# design 1

### Cell outlines without signal wires, design 1

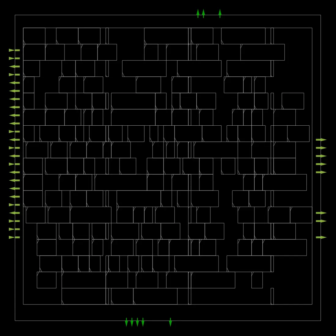

==> config.mk <==
export PLATFORM = sky130hd
export DESIGN_NAME = l2_cache_control
export DESIGN_NICKNAME = d
export VERILOG_FILES = /design/src/rtl/l2_cache_control.sv
export SDC_FILE = /design/constraint.sdc
export NUM_CORES = 1
export LEC_CHECK = 0
export CAP_MARGIN = 20
export CORE_UTILIZATION = 43
export CTS_CLUSTER_DIAMETER = 40
export DETAILED_ROUTE_END_ITERATION = 16
export PLACE_DENSITY = 0.87
export SLEW_MARGIN = 20
export SYNTH_ARGS = -nofsm -noshare
export SYNTH_HDL_FRONTEND = slang
export SYNTH_SLANG_ARGS = --single-unit
==> constraint.sdc <==
create_clock -name clk -period 2.4 [get_ports clk]
set_input_delay 0.6 -clock clk [delete_from_list [all_inputs] [get_ports clk]]
set_output_delay 0.6 -clock clk [all_outputs]
set_load 0.02 [all_outputs]
==> src/rtl/l2_cache_control.sv <==
// ----------------------------------------------------------------------------
// l2_cache_control
//
// Control FSM for a two-way set-associative L2 cache. The datapath reports
// per-way hits, the set's LRU bit and its dirty bits. This block sequences
// hit service, victim writeback and line fill, and counts misses.
//
// Ports
//   clk, rst        : sole clock; synchronous active-high reset
//   mem_read/write  : L1 request, held until mem_resp
//   mem_resp        : one-cycle completion pulse back to L1
//   hit1, hit2      : way-1 / way-2 tag match and valid
//   lru             : victim way select (0 = way 1, 1 = way 2)
//   dirty[1:0]      : dirty bits of the indexed set ([0] way 1, [1] way 2)
//   pmem_read/write : fill / writeback request to physical memory
//   pmem_resp       : physical memory completion pulse
//   load_data/tag/dirty[1:0] : per-way array write enables
//   dirty_in        : value written with load_dirty
//   load_lru/lru_in : LRU write enable and value
//   wdata_sel       : data source, 0 hit-path write data, 1 pmem_rdata
//   pmem_addr_sel   : 0 request address, 1 victim tag + index
//   miss_count      : saturating count of misses since reset
// ----------------------------------------------------------------------------
module l2_cache_control #(
   parameter int CNT_WIDTH = 16
) (
   input  logic                 clk,
   input  logic                 rst,
   input  logic                 mem_read,
   input  logic                 mem_write,
   output logic                 mem_resp,
   input  logic                 hit1,
   input  logic                 hit2,
   input  logic                 lru,
   input  logic [1:0]           dirty,
   output logic                 pmem_read,
   output logic                 pmem_write,
   input  logic                 pmem_resp,
   output logic [1:0]           load_data,
   output logic [1:0]           load_tag,
   output logic [1:0]           load_dirty,
   output logic                 dirty_in,
   output logic                 load_lru,
   output logic                 lru_in,
   output logic                 wdata_sel,
   output logic                 pmem_addr_sel,
   output logic [CNT_WIDTH-1:0] miss_count
);

   typedef enum logic [1:0] {
      IDLE      = 2'd0,
      COMPARE   = 2'd1,
      WRITEBACK = 2'd2,
      ALLOCATE  = 2'd3
   } state_t;

   state_t               state_q, state_d;
   logic [CNT_WIDTH-1:0] miss_count_q, miss_count_d;

   logic       hit_s;
   logic       is_write_s;
   logic [1:0] hit_mask_s;
   logic [1:0] victim_mask_s;

   // A request with both read and write high is a write. When both ways
   // report a hit, way 1 wins.
   assign hit_s         = hit1 | hit2;
   assign is_write_s    = mem_write;
   assign hit_mask_s    = hit1 ? 2'b01 : 2'b10;
   assign victim_mask_s = lru ? 2'b10 : 2'b01;
   assign miss_count    = miss_count_q;

   // State and miss counter registers with synchronous reset.
   always_ff @(posedge clk) begin
      if (rst) begin
         state_q      <= IDLE;
         miss_count_q <= {CNT_WIDTH{1'b0}};
      end else begin
         state_q      <= state_d;
         miss_count_q <= miss_count_d;
      end
   end

   // Next-state logic and saturating miss counter update.
   always_comb begin
      state_d      = state_q;
      miss_count_d = miss_count_q;
      case (state_q)
         IDLE: begin
            if (mem_read || mem_write) begin
               state_d = COMPARE;
            end else begin
               state_d = IDLE;
            end
         end
         COMPARE: begin
            if (hit_s) begin
               state_d = IDLE;
            end else begin
               // Only counted on the miss path; leaving COMPARE guarantees
               // one increment per miss.
               if (!(&miss_count_q)) begin
                  miss_count_d = miss_count_q + {{(CNT_WIDTH-1){1'b0}}, 1'b1};
               end else begin
                  miss_count_d = miss_count_q;
               end
               if (dirty[lru]) begin
                  state_d = WRITEBACK;
               end else begin
                  state_d = ALLOCATE;
               end
            end
         end
         WRITEBACK: begin
            if (pmem_resp) begin
               state_d = ALLOCATE;
            end else begin
               state_d = WRITEBACK;
            end
         end
         ALLOCATE: begin
            // Return to COMPARE so the freshly filled line is served as a hit.
            if (pmem_resp) begin
               state_d = COMPARE;
            end else begin
               state_d = ALLOCATE;
            end
         end
         default: begin
            state_d = IDLE;
         end
      endcase
   end

   // Output decode from state and datapath status; unnamed outputs stay 0.
   always_comb begin
      mem_resp      = 1'b0;
      pmem_read     = 1'b0;
      pmem_write    = 1'b0;
      load_data     = 2'b00;
      load_tag      = 2'b00;
      load_dirty    = 2'b00;
      dirty_in      = 1'b0;
      load_lru      = 1'b0;
      lru_in        = 1'b0;
      wdata_sel     = 1'b0;
      pmem_addr_sel = 1'b0;
      case (state_q)
         IDLE: begin
            mem_resp = 1'b0;
         end
         COMPARE: begin
            if (hit_s) begin
               mem_resp = 1'b1;
               load_lru = 1'b1;
               // The way just used becomes most recent; the other is victim.
               lru_in   = hit1;
               if (is_write_s) begin
                  load_data  = hit_mask_s;
                  load_dirty = hit_mask_s;
                  dirty_in   = 1'b1;
                  wdata_sel  = 1'b0;
               end else begin
                  load_data  = 2'b00;
               end
            end else begin
               mem_resp = 1'b0;
            end
         end
         WRITEBACK: begin
            if (!pmem_resp) begin
               pmem_write    = 1'b1;
               pmem_addr_sel = 1'b1;
            end else begin
               pmem_write    = 1'b0;
            end
         end
         ALLOCATE: begin
            if (!pmem_resp) begin
               pmem_read = 1'b1;
            end else begin
               load_data  = victim_mask_s;
               load_tag   = victim_mask_s;
               load_dirty = victim_mask_s;
               dirty_in   = 1'b0;
               wdata_sel  = 1'b1;
            end
         end
         default: begin
            mem_resp = 1'b0;
         end
      endcase
   end

endmodule
# design 2

### config.mk
export PLATFORM = sky130hd
export DESIGN_NAME = oam_dma
export DESIGN_NICKNAME = d
export VERILOG_FILES = /design/src/rtl/gb_mem_pkg.sv /design/src/rtl/oam_dma.sv
export SDC_FILE = /design/constraint.sdc
export NUM_CORES = 1
export LEC_CHECK = 0
export CAP_MARGIN = 20
export CORE_ASPECT_RATIO = 1.1
export CORE_MARGIN = 8
export CORE_UTILIZATION = 44
export CTS_BUF_LIST = sky130_fd_sc_hd__clkbuf_2 sky130_fd_sc_hd__clkbuf_4 sky130_fd_sc_hd__clkbuf_8
export CTS_CLUSTER_DIAMETER = 100
export DETAILED_ROUTE_END_ITERATION = 10
export PLACE_DENSITY = 0.8
export SETUP_SLACK_MARGIN = 0.02
export SYNTH_ARGS = -nofsm -noshare
export SYNTH_HDL_FRONTEND = slang
export SYNTH_SLANG_ARGS = --single-unit
### constraint.sdc
create_clock -name clock -period 2.45 [get_ports clock]
set_clock_uncertainty 0.15 [all_clocks]
set_input_delay 0.245 -clock clock [delete_from_list [all_inputs] [get_ports clock]]
set_output_delay 0.245 -clock clock [all_outputs]
set_load 0.01 [all_outputs]
### src/rtl/gb_mem_pkg.sv
// gb_mem_pkg: shared Game Boy memory-map constants, OAM DMA state type and source-page fold helper
package gb_mem_pkg;

    localparam logic [15:0] DMA_REG_ADDR      = 16'hFF46;
    localparam logic [15:0] OAM_BASE          = 16'hFE00;
    localparam logic [15:0] HRAM_LO           = 16'hFF80;
    localparam logic [15:0] HRAM_HI           = 16'hFFFE;
    localparam int          OAM_BYTES_DEFAULT = 160;

    typedef enum logic [1:0] {
        IDLE,
        DELAY,
        XFER,
        DRAIN
    } dma_state_t;

    // Pages E0-FF are echo RAM; they alias work RAM 0x2000 lower.
    function automatic logic [7:0] fold_src(input logic [7:0] hi);
        return (hi >= 8'hE0) ? hi - 8'h20 : hi;
    endfunction

endpackage

### src/rtl/oam_dma.sv
// oam_dma: FF46-triggered 160-byte copy from {page,00} into OAM; OAM_DMA_READBACK_EN exposes the last FF46 value on reg_rd_data
module oam_dma
    import gb_mem_pkg::*;
#(
    parameter int OAM_BYTES   = OAM_BYTES_DEFAULT,
    parameter int START_DELAY = 1
) (
    input  logic        clock,
    input  logic        reset_n,
    input  logic [15:0] cpu_addr,
    input  logic        cpu_wren,
    input  logic [7:0]  cpu_data_in,
    input  logic        step_en,
    input  logic [7:0]  mem_data_in,
    output logic        dma_active,
    output logic        dma_rd_en,
    output logic [15:0] dma_src_addr,
    output logic        oam_wren,
    output logic [7:0]  oam_addr,
    output logic [7:0]  oam_data,
    output logic [7:0]  reg_rd_data,
    output logic        reg_hit
);

    localparam logic [7:0] LAST_IDX  = 8'(OAM_BYTES - 1);
    localparam logic [7:0] START_CNT = 8'(START_DELAY);

    dma_state_t state_q, state_d;
    logic [7:0] src_hi_q, src_hi_d;
    logic [7:0] cnt_q, cnt_d;
    logic [7:0] idx_q, idx_d;
    logic       pend_valid_q;
    logic [7:0] pend_idx_q;
    logic       reg_wr;

    assign reg_hit      = (cpu_addr == DMA_REG_ADDR);
    assign reg_wr       = cpu_wren && reg_hit;
    // A register write in the same cycle as a strobe takes priority and suppresses the read.
    assign dma_rd_en    = (state_q == XFER) && step_en && !reg_wr;
    assign dma_src_addr = dma_rd_en ? {fold_src(src_hi_q), idx_q} : 16'h0000;
    assign dma_active   = (state_q != IDLE);
    assign oam_wren     = pend_valid_q;
    assign oam_addr     = pend_idx_q;
    assign oam_data     = mem_data_in;

`ifdef OAM_DMA_READBACK_EN
    assign reg_rd_data = src_hi_q;
`else
    assign reg_rd_data = 8'hFF;
`endif

    // Next-state logic: register writes (re)start the delay, strobes advance delay and transfer.
    always_comb begin
        state_d  = state_q;
        src_hi_d = src_hi_q;
        cnt_d    = cnt_q;
        idx_d    = idx_q;
        if (reg_wr) begin
            state_d  = DELAY;
            src_hi_d = cpu_data_in;
            cnt_d    = START_CNT;
        end else begin
            case (state_q)
                DELAY: if (step_en) begin
                    if (cnt_q <= 8'd1) begin
                        cnt_d   = 8'd0;
                        idx_d   = 8'd0;
                        state_d = XFER;
                    end else begin
                        cnt_d = cnt_q - 8'd1;
                    end
                end
                XFER: if (step_en) begin
                    if (idx_q == LAST_IDX) state_d = DRAIN;
                    else idx_d = idx_q + 8'd1;
                end
                DRAIN:   state_d = IDLE;
                default: state_d = IDLE;
            endcase
        end
    end

    // State registers plus the one-entry write pipeline that turns each read into an OAM write next cycle.
    always_ff @(posedge clock or negedge reset_n) begin
        if (!reset_n) begin
            state_q      <= IDLE;
            src_hi_q     <= 8'hFF;
            cnt_q        <= 8'd0;
            idx_q        <= 8'd0;
            pend_valid_q <= 1'b0;
            pend_idx_q   <= 8'd0;
        end else begin
            state_q      <= state_d;
            src_hi_q     <= src_hi_d;
            cnt_q        <= cnt_d;
            idx_q        <= idx_d;
            pend_valid_q <= dma_rd_en;
            if (dma_rd_en) pend_idx_q <= idx_q;
        end
    end

endmodule

# design 3

<file path="src/rtl/avgpool_if.sv">
// Bus bundle for the 2x2 average-pooling sequencer.
// It carries the controller handshake, the input RAM read port and the pooled-result write port.
interface avgpool_if #(
    parameter int DW  = 16,
    parameter int AW  = 10,
    parameter int OAW = 8
) ();
    logic           start;
    logic           busy;
    logic           done;
    logic           rd_en;
    logic [AW-1:0]  rd_addr;
    logic [DW-1:0]  rd_data;
    logic           out_valid;
    logic           out_ready;
    logic [OAW-1:0] out_addr;
    logic [DW-1:0]  out_data;

    // Environment side: layer controller, input RAM and downstream buffer.
    modport master (
        output start, rd_data, out_ready,
        input  busy, done, rd_en, rd_addr, out_valid, out_addr, out_data
    );

    // Sequencer side.
    modport slave (
        input  start, rd_data, out_ready,
        output busy, done, rd_en, rd_addr, out_valid, out_addr, out_data
    );
endinterface

</file>
<file path="src/rtl/avgpool_seq.sv">
// 2x2 average-pooling sequencer.
// It walks the non-overlapping windows of a feature map in raster order and issues four RAM reads per window.
// It accumulates the taps and emits floor(sum/4) per window over a valid/ready port.
//
// state   | meaning
// --------+-----------------------------------------------------------
// IDLE    | waiting for start
// FETCH   | t=0..3 issue tap reads, t=1..4 accumulate returning data
// EMIT    | pooled value presented, waiting for out_ready
// DONE    | one-cycle done pulse, then back to IDLE
module avgpool_seq #(
    parameter int WIDTH  = 28,
    parameter int HEIGHT = 28,
    parameter int DW     = 16,
    parameter int AW     = 10,
    parameter int OAW    = 8
) (
    input  logic     clk,
    input  logic     rst,
    avgpool_if.slave bus
);

    localparam int WC_MAX = WIDTH / 2 - 1;
    localparam int WR_MAX = HEIGHT / 2 - 1;

    typedef enum logic [1:0] {
        ST_IDLE  = 2'd0,
        ST_FETCH = 2'd1,
        ST_EMIT  = 2'd2,
        ST_DONE  = 2'd3
    } state_t;

    state_t               state_q, state_d;
    logic [2:0]           t_q, t_d;
    logic [AW-1:0]        wr_q, wr_d;
    logic [AW-1:0]        wc_q, wc_d;
    logic signed [DW+1:0] acc_q, acc_d;

    logic [AW-1:0]        tap_row;
    logic [AW-1:0]        tap_col;
    logic [AW-1:0]        tap_addr;
    logic                 fetch_rd;
    logic                 emit;
    logic                 last_win;

    // State and datapath registers; reset abandons any pass in progress.
    always_ff @(posedge clk or posedge rst) begin
        if (rst) begin
            state_q <= ST_IDLE;
            t_q     <= '0;
            wr_q    <= '0;
            wc_q    <= '0;
            acc_q   <= '0;
        end else begin
            state_q <= state_d;
            t_q     <= t_d;
            wr_q    <= wr_d;
            wc_q    <= wc_d;
            acc_q   <= acc_d;
        end
    end

    assign last_win = (wr_q == AW'(WR_MAX)) && (wc_q == AW'(WC_MAX));

    // Next-state, window walk and accumulation.
    always_comb begin
        state_d = state_q;
        t_d     = t_q;
        wr_d    = wr_q;
        wc_d    = wc_q;
        acc_d   = acc_q;
        case (state_q)
            ST_IDLE: begin
                if (bus.start) begin
                    state_d = ST_FETCH;
                    t_d     = '0;
                    wr_d    = '0;
                    wc_d    = '0;
                    acc_d   = '0;
                end
            end
            ST_FETCH: begin
                // Read data lags the strobe by one cycle, so tap t-1 lands while t is on the address bus.
                if (t_q != 3'd0) begin
                    acc_d = acc_q + (DW+2)'($signed(bus.rd_data));
                end
                if (t_q == 3'd4) begin
                    state_d = ST_EMIT;
                end else begin
                    t_d = t_q + 3'd1;
                end
            end
            ST_EMIT: begin
                if (bus.out_ready) begin
                    if (last_win) begin
                        state_d = ST_DONE;
                    end else begin
                        state_d = ST_FETCH;
                        t_d     = '0;
                        acc_d   = '0;
                        if (wc_q == AW'(WC_MAX)) begin
                            wc_d = '0;
                            wr_d = wr_q + AW'(1);
                        end else begin
                            wc_d = wc_q + AW'(1);
                        end
                    end
                end
            end
            ST_DONE: begin
                state_d = ST_IDLE;
            end
            default: begin
                state_d = ST_IDLE;
            end
        endcase
    end

    // Tap address: bit 1 of t selects the lower row, bit 0 selects the right column.
    always_comb begin
        tap_row  = AW'({wr_q, t_q[1]});
        tap_col  = AW'({wc_q, t_q[0]});
        tap_addr = AW'(32'(tap_row) * WIDTH + 32'(tap_col));
    end

    assign fetch_rd = (state_q == ST_FETCH) && (t_q != 3'd4);
    assign emit     = (state_q == ST_EMIT);

    // Outputs are gated to zero outside their active state so that reset clears them immediately.
    assign bus.busy      = (state_q != ST_IDLE);
    assign bus.done      = (state_q == ST_DONE);
    assign bus.rd_en     = fetch_rd;
    assign bus.rd_addr   = fetch_rd ? tap_addr : '0;
    assign bus.out_valid = emit;
    assign bus.out_addr  = emit ? OAW'(32'(wr_q) * (WIDTH / 2) + 32'(wc_q)) : '0;
    assign bus.out_data  = emit ? acc_q[DW+1:2] : '0;

endmodule
</file>
<file path="src/flat_wrapper.sv">
// flat-port wrapper written by rule: the top's interface ports become plain ports
module avgpool_seq_flat 
#(
    parameter int WIDTH  = 28,
    parameter int HEIGHT = 28,
    parameter int DW     = 16,
    parameter int AW     = 10,
    parameter int OAW    = 8
)
  (clk, rst, bus_start, bus_rd_data, bus_out_ready, bus_busy, bus_done, bus_rd_en, bus_rd_addr, bus_out_valid, bus_out_addr, bus_out_data);
  avgpool_if #(.DW(DW), .AW(AW), .OAW(OAW)) bus_i ();
  input  logic clk;
  input  logic rst;
  input wire logic [$bits(bus_i.start)-1:0] bus_start;
  input wire logic [$bits(bus_i.rd_data)-1:0] bus_rd_data;
  input wire logic [$bits(bus_i.out_ready)-1:0] bus_out_ready;
  output wire logic [$bits(bus_i.busy)-1:0] bus_busy;
  output wire logic [$bits(bus_i.done)-1:0] bus_done;
  output wire logic [$bits(bus_i.rd_en)-1:0] bus_rd_en;
  output wire logic [$bits(bus_i.rd_addr)-1:0] bus_rd_addr;
  output wire logic [$bits(bus_i.out_valid)-1:0] bus_out_valid;
  output wire logic [$bits(bus_i.out_addr)-1:0] bus_out_addr;
  output wire logic [$bits(bus_i.out_data)-1:0] bus_out_data;
  assign bus_i.start = bus_start;
  assign bus_i.rd_data = bus_rd_data;
  assign bus_i.out_ready = bus_out_ready;
  assign bus_busy = bus_i.busy;
  assign bus_done = bus_i.done;
  assign bus_rd_en = bus_i.rd_en;
  assign bus_rd_addr = bus_i.rd_addr;
  assign bus_out_valid = bus_i.out_valid;
  assign bus_out_addr = bus_i.out_addr;
  assign bus_out_data = bus_i.out_data;
  avgpool_seq #(.WIDTH(WIDTH), .HEIGHT(HEIGHT), .DW(DW), .AW(AW), .OAW(OAW)) u_core (.clk(clk), .rst(rst), .bus(bus_i));
endmodule
</file>
<file path="config.mk">
export PLATFORM = sky130hd
export DESIGN_NAME = avgpool_seq_flat
export DESIGN_NICKNAME = d
export VERILOG_FILES = /design/src/rtl/avgpool_if.sv /design/src/rtl/avgpool_seq.sv /design/src/flat_wrapper.sv
export SDC_FILE = /design/constraint.sdc
export NUM_CORES = 1
export LEC_CHECK = 0
export ABC_AREA = 0
export CORE_MARGIN = 2
export CORE_UTILIZATION = 55
export DETAILED_ROUTE_END_ITERATION = 8
export DONT_BUFFER_PORTS = 1
export PLACE_DENSITY_LB_ADDON = 0.3
export SLEW_MARGIN = 20
export SYNTH_ARGS = -nofsm -noshare
export SYNTH_HDL_FRONTEND = slang
export SYNTH_SLANG_ARGS = --single-unit
</file>
<file path="constraint.sdc">
create_clock -name clk -period 9.8 [get_ports clk]
set_input_delay 1.96 -clock clk [delete_from_list [all_inputs] [get_ports clk]]
set_output_delay 1.96 -clock clk [all_outputs]
set_load 0.01 [all_outputs]
</file>

==> layout pictures side by side <==
Wires at chosen ports, followed through buffers.
(a)
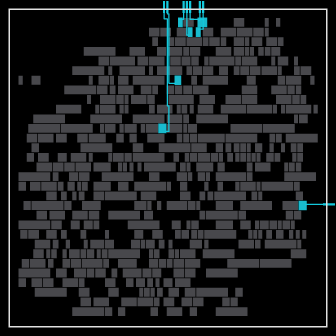
(b)
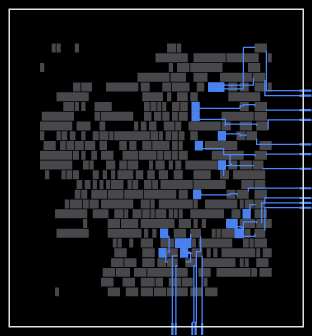
(c)
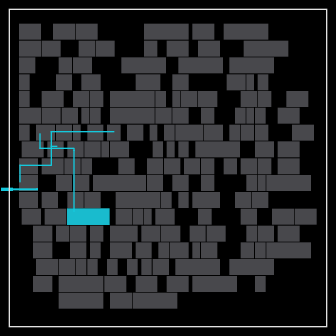
Of these, most cells: (a)
Of these, fewest cells: (c)
For design 3, see (a).
For design 2, see (b).
For design 1, see (c).

### Placement density heat map, design 3

The die is cut into 9 by 9 equal tiles; black is low, pale yellow is high, 0 to 100% covered.
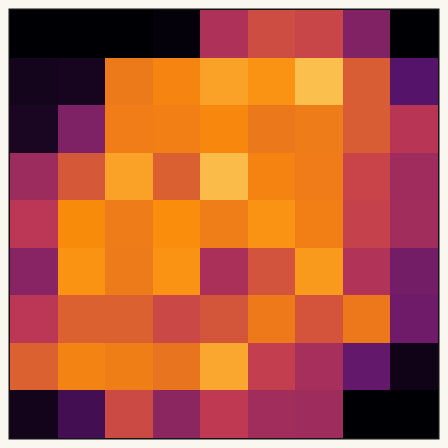
- densest ninth of the die: center
- mean over tiles: 51%
- nearly empty tiles: 8.6%

==> results.cfg, design 3 <==
; flow metrics
[clocking]
cts_made_buffers = 5
clock_sinks = 43
ctsResizeCount = 0

[layout]
dominant_cells = multi-input combinational cells
largest-register = u_core.acc_q
final-comb-area_mm2 = 0.002756
nNetsFinal = 514
largest_reg_flops = 18
comb_cells = 363
drive_gt1_share_pct = 5.950
inv_count = 21
diodes = 0
num-fill-cells = 672

[sta]
setup_viol_count_final = 0
rsz0062_at_grt = no
max_freq_ghz = 0.1864
slew-limit-headroom_pct = 48.03
clock_skew_ns = 0.01056
slew_violations = 0
hold_violations = 0
fin_setup_tns_ns = 0
fin_hold_ws_ns = 0.5063

[setup_path]
crit_start = u_core.wr_q[0]
cpLargestDelayFamily = adder cells
critPathCaptureType = output pin
arrival_ns = 3.41
start_kind = register
reg2reg_slack_ns = 7.01
reg2reg_to = u_core.acc_q[15]
slowest_delay_ns = 0.70
crit_end = bus_out_addr[7]
cpMaxStageDelayCell = fa_1
crit_buf_inv = 0
worstPathCellList = fa_1, ha_1, fa_1, ha_1, o21ai_0, nand2b_1, a21o_1, a21oi_1, xnor2_1, nor2_1

[drt]
routed-via-count = 3095
wirelength_um = 8482
met3_length_um = 418
final_antenna_net_count = 0
met1_length_um = 4051
viasPerCell = 5.774
wire_per_inst_um = 15.82
dr.pass1.iters = 5
drc = 0

[pwr]
ir_worst_vdd_mv = 0.1196

[yosys]
yosys-stat-cells = 442
avgSynthCellArea_um2 = 9.030
synth_flops = 43
syn_inst = 442
ys_chip_area_mm2 = 0.003991
logic_family = adder cells
enable_flop_cells = 0

[min_path]
hold_end = u_core.acc_q[0]
holdCritPathClass = register to register

[place]
place_inst = 528
post-dp-hpwl_um = 6418

[grt]
gr-usage-met2_pct = 37.58
grt_max_degree = 44

[die]
io_pins = 58
coreArea_mm2 = 0.007137

[flow_run]
warnings = 33

[outcome]
status = finished clean
## design 3: per-stage QoR
| stage | util (%) | instance area, um2 |
|---|---|---|
| 2_1_floorplan | - | 3991 |
| 3_3_place_gp | 56.75 | 4050 |
| 3_5_place_dp | 56.75 | 4050 |
| 4_1_cts | 58.15 | 4150 |
| 5_1_grt | 58.15 | 4150 |
| 6_report | 58.15 | 4150 |
## design 3: cell usage after synthesis, drive strengths merged (2+ instances only)
cell type  count  area [um2]
nand2         30       112.6
xor2          22       192.7
a21oi         26       141.4
ha            48       600.6
and2          21       133.9
inv           21       78.82
nand3         11       55.05
nor3           9       50.05
and3           6       37.54
nand4         11       83.83
nand2b         7       43.79
nor2          39       146.4
xnor2         22       192.7
o21ai         35       190.2
fa            10       200.2
a311oi         2       30.03
a22o          16       140.1
a31oi          3       18.77
nor2b          6       37.54
buf            7       50.05
clkbuf         8       30.03
dfrtp         43        1076
a21o          16       120.1
o31ai          2       15.01
o211ai         2       15.01
mux2i          2       20.02
o21bai         3       22.52
## design 3: report_power, final
part	switching (W)	internal, W
Clock	0.0000594	0.0000644
Combinational	0.000303	0.000199
Sequential	0.0000571	0.000218
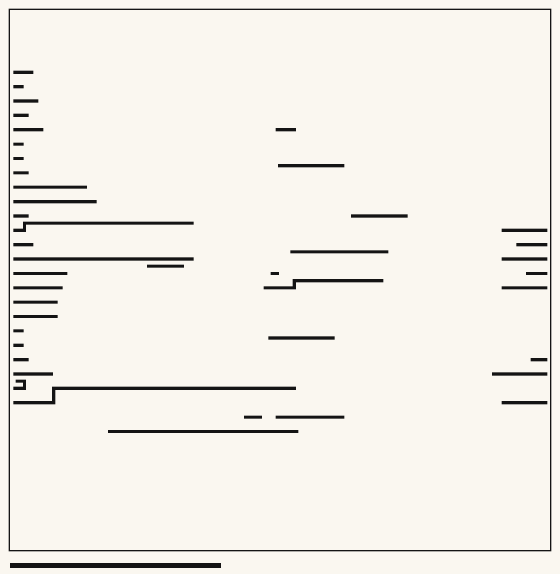
*The metal 3 layer, design 1*
Bar = 20 um.
- share of all routed wire: 7.9%
- nets with wire on the layer: 40
- main direction: horizontal

### Selected gate families, design 1

Bar = 20 um.
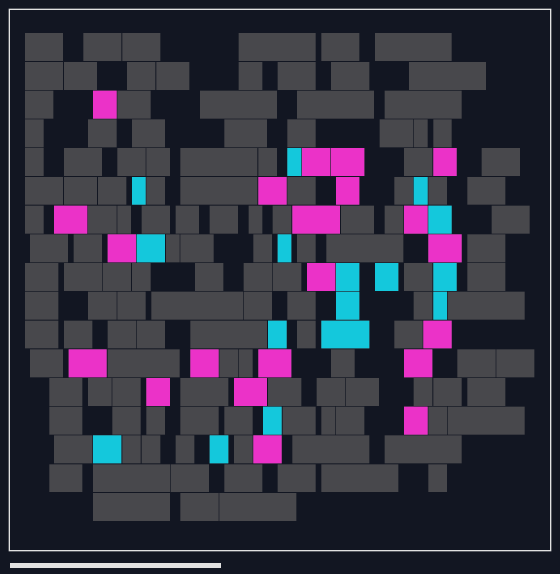
- magenta: and/or cells (cells 21; most used or4_1)
- cyan: nand cells (cells 16)

## Picture notes: 'Cell outlines without signal wires' of design 1
Seq area share: 23.51%
Core Util, Final: 68.63%

==> results.cfg, design 1 <==
; flow metrics
[layout]
area_growth_pct = 47.77
comb_cells = 88

[yosys]
synthDistinctLibCells = 41
netlist_area_mm2 = 0.001037
ys_async_sr_fraction_pct = 0
muxShareOfSynthArea_pct = 2.051

[sta]
max_freq_ghz = 0.4267
setup_viol_count_final = 0
slew_violations = 0

[grt]
grt.busiest_layer = met2
gr-usage-met2_pct = 40.79

[place]
io_buffers = 39

[min_path]
hold_start = miss_count[3]

[clocking]
postCtsHoldBufs = 0

[setup_path]
reg2reg_slack_ns = 0.38

[pwr]
leakage_nw = 0.6015

[die]
io_pins = 40

[outcome]
status = finished clean
-- design 1: worst reg2reg max path: stages (launching register included) --
cell and delay, ns:
dfxtp_1 0.37, ha_1 0.24, and4_1 0.25, and4bb_2 0.38, or4_1 0.55, a21oi_1 0.17
-- design 1: where the power goes --
group	internal, W	switching (W)
clock	0.0000585	0.0000910
combinational	0.0000645	0.0000612
sequential	0.000305	0.0000119
total	0.000428	0.000164
-- design 1: stage by stage --
step	util, %	instance area [um2]	worst slack (ns)	TNS, ns
after floorplan	-	1049	0.06947	0
after global placement	68.35	1526	-0.4562	-4.898
after detailed placement	68.35	1526	-0.5164	-5.765
after CTS	68.74	1535	0.007207	0
after global routing	68.63	1533	0.0006845	0
final	68.63	1533	0.05618	0
-- design 1: layout by cell type (no fill, tap or decap), types with 2 or more instances in the layout --
master,count
dlygate4sd2_1,11
a21oi_1,12
nor2_1,3
or3_1,4
dfxtp_1,18
nor3b_1,2
buf_4,18
inv_1,3
and4_1,4
clkdlybuf4s50_1,23
nor4_1,2
nand4_1,5
nand2_1,5
buf_2,3
clkbuf_4,3
or4_1,6
o31ai_1,6
o21ai_0,8
nand3b_1,2
nand3_1,3
### Selected gate families, design 2

Bar = 20 um.
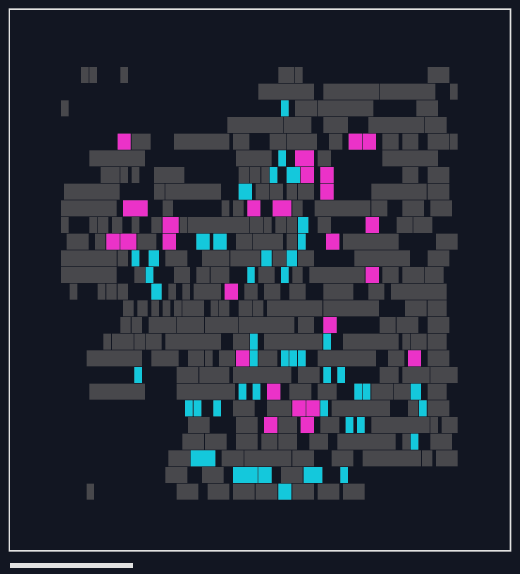
- cyan: nand cells (cells 45; most used nand2_1)
- magenta: and/or cells (cells 26; most used and3_1)

### The metal 3 layer, design 2

Bar = 20 um.
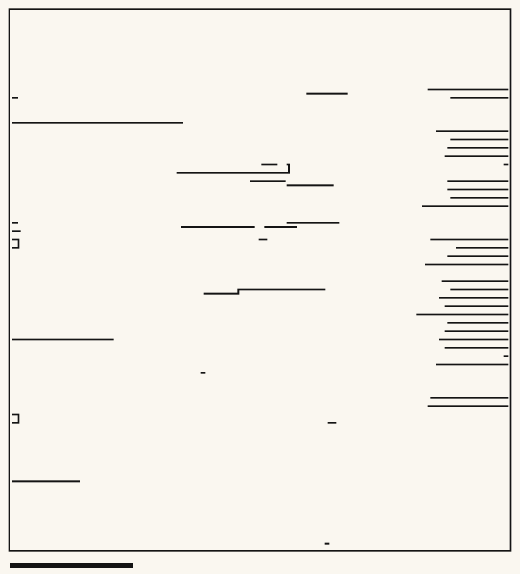
- share of all routed wire: 8.8%
- wire length on this layer: 435 um
- main direction: horizontal
- nets with wire on the layer: 44
- longest straight run: 27.6 um

==> results.cfg, design 2 <==
; flow metrics
[grt]
grt_util_all_layers_pct = 13.91

[min_path]
holdCritPathClass = input port to asynchronous set/reset pin

[die]
num_tap_cells = 56
num_rows = 26
io_pins = 80
fp_util_pct = 45.36

[sta]
worst_pin_slew_ns = 0.5443
min_period_ns = 2.351
fin_hold_ws_ns = 0.2210

[setup_path]
crit_buf_inv = 3
critPathCaptureType = output pin
start_kind = input port

[flow_run]
cap_violations = 0

[yosys]
syn_inst = 227
netlist_area_mm2 = 0.002081
synthDistinctLibCells = 49

[clocking]
postCtsHoldBufs = 0
ctsResizeCount = 17
htree_levels = 2

[layout]
seq_share_pct = 32.05
regArea_um2 = 885.9
num-fill-cells = 408
nClkBuffers = 7

[drt]
wire_per_inst_um = 14.44
routed-via-count = 1799

[place]
io_buffers = 55
place_inst = 333
dpl_worst_slack_ns = -0.1224
post-dp-hpwl_um = 3911

[outcome]
status = finished clean
design 2: report_power, final:
group / internal, W / switching (W)
sequential: 0.000584 / 0.00000652
clock: 0.000237 / 0.000193
combinational: 0.0000530 / 0.0000390
design 2: kinds of logic after synthesis:
kind of cell	synth area share (%)
AOI/OAI and AO/OA	15.82
xor gates and xnor gates	0.8420
adders and majority gates	4.209
buffers and inverters	10.22
DFF	42.57
muxes	1.503
other	0.1802
and+or+nand+nor	24.66
design 2: final timing paths:
kind                       slack [ns]  cells after the start               to            from
max                               0.1                      7  dma_src_addr[7]     cpu_addr[4]
min                              0.22                      2      oam_addr[2]         reset_n
min reg2reg                      0.31                      2      src_hi_q[1]     src_hi_q[1]
min in group clock               0.30                      3      src_hi_q[2]  cpu_data_in[2]
max in group asynchronous        1.60                      2      src_hi_q[2]         reset_n
max reg2reg                      0.17                      5         idx_q[0]        cnt_q[5]
design 2: metal layers:
metal,vias to the layer above,track usage [%],wire [um]
met5,-,0,0
met4,0,5.041,68
met3,9,4.517,435
met2,53,24.76,2468
met1,854,14.80,1952
li1,883,-,-
design 2: registers in the layout (all words and copies together) (netlist names):
name,flops
oam_addr,8
oam_wren,1
state_q,2
cnt_q,8
src_hi_q,8
idx_q,8

Power figures rest on the tool's default switching activity, not on a simulated workload.
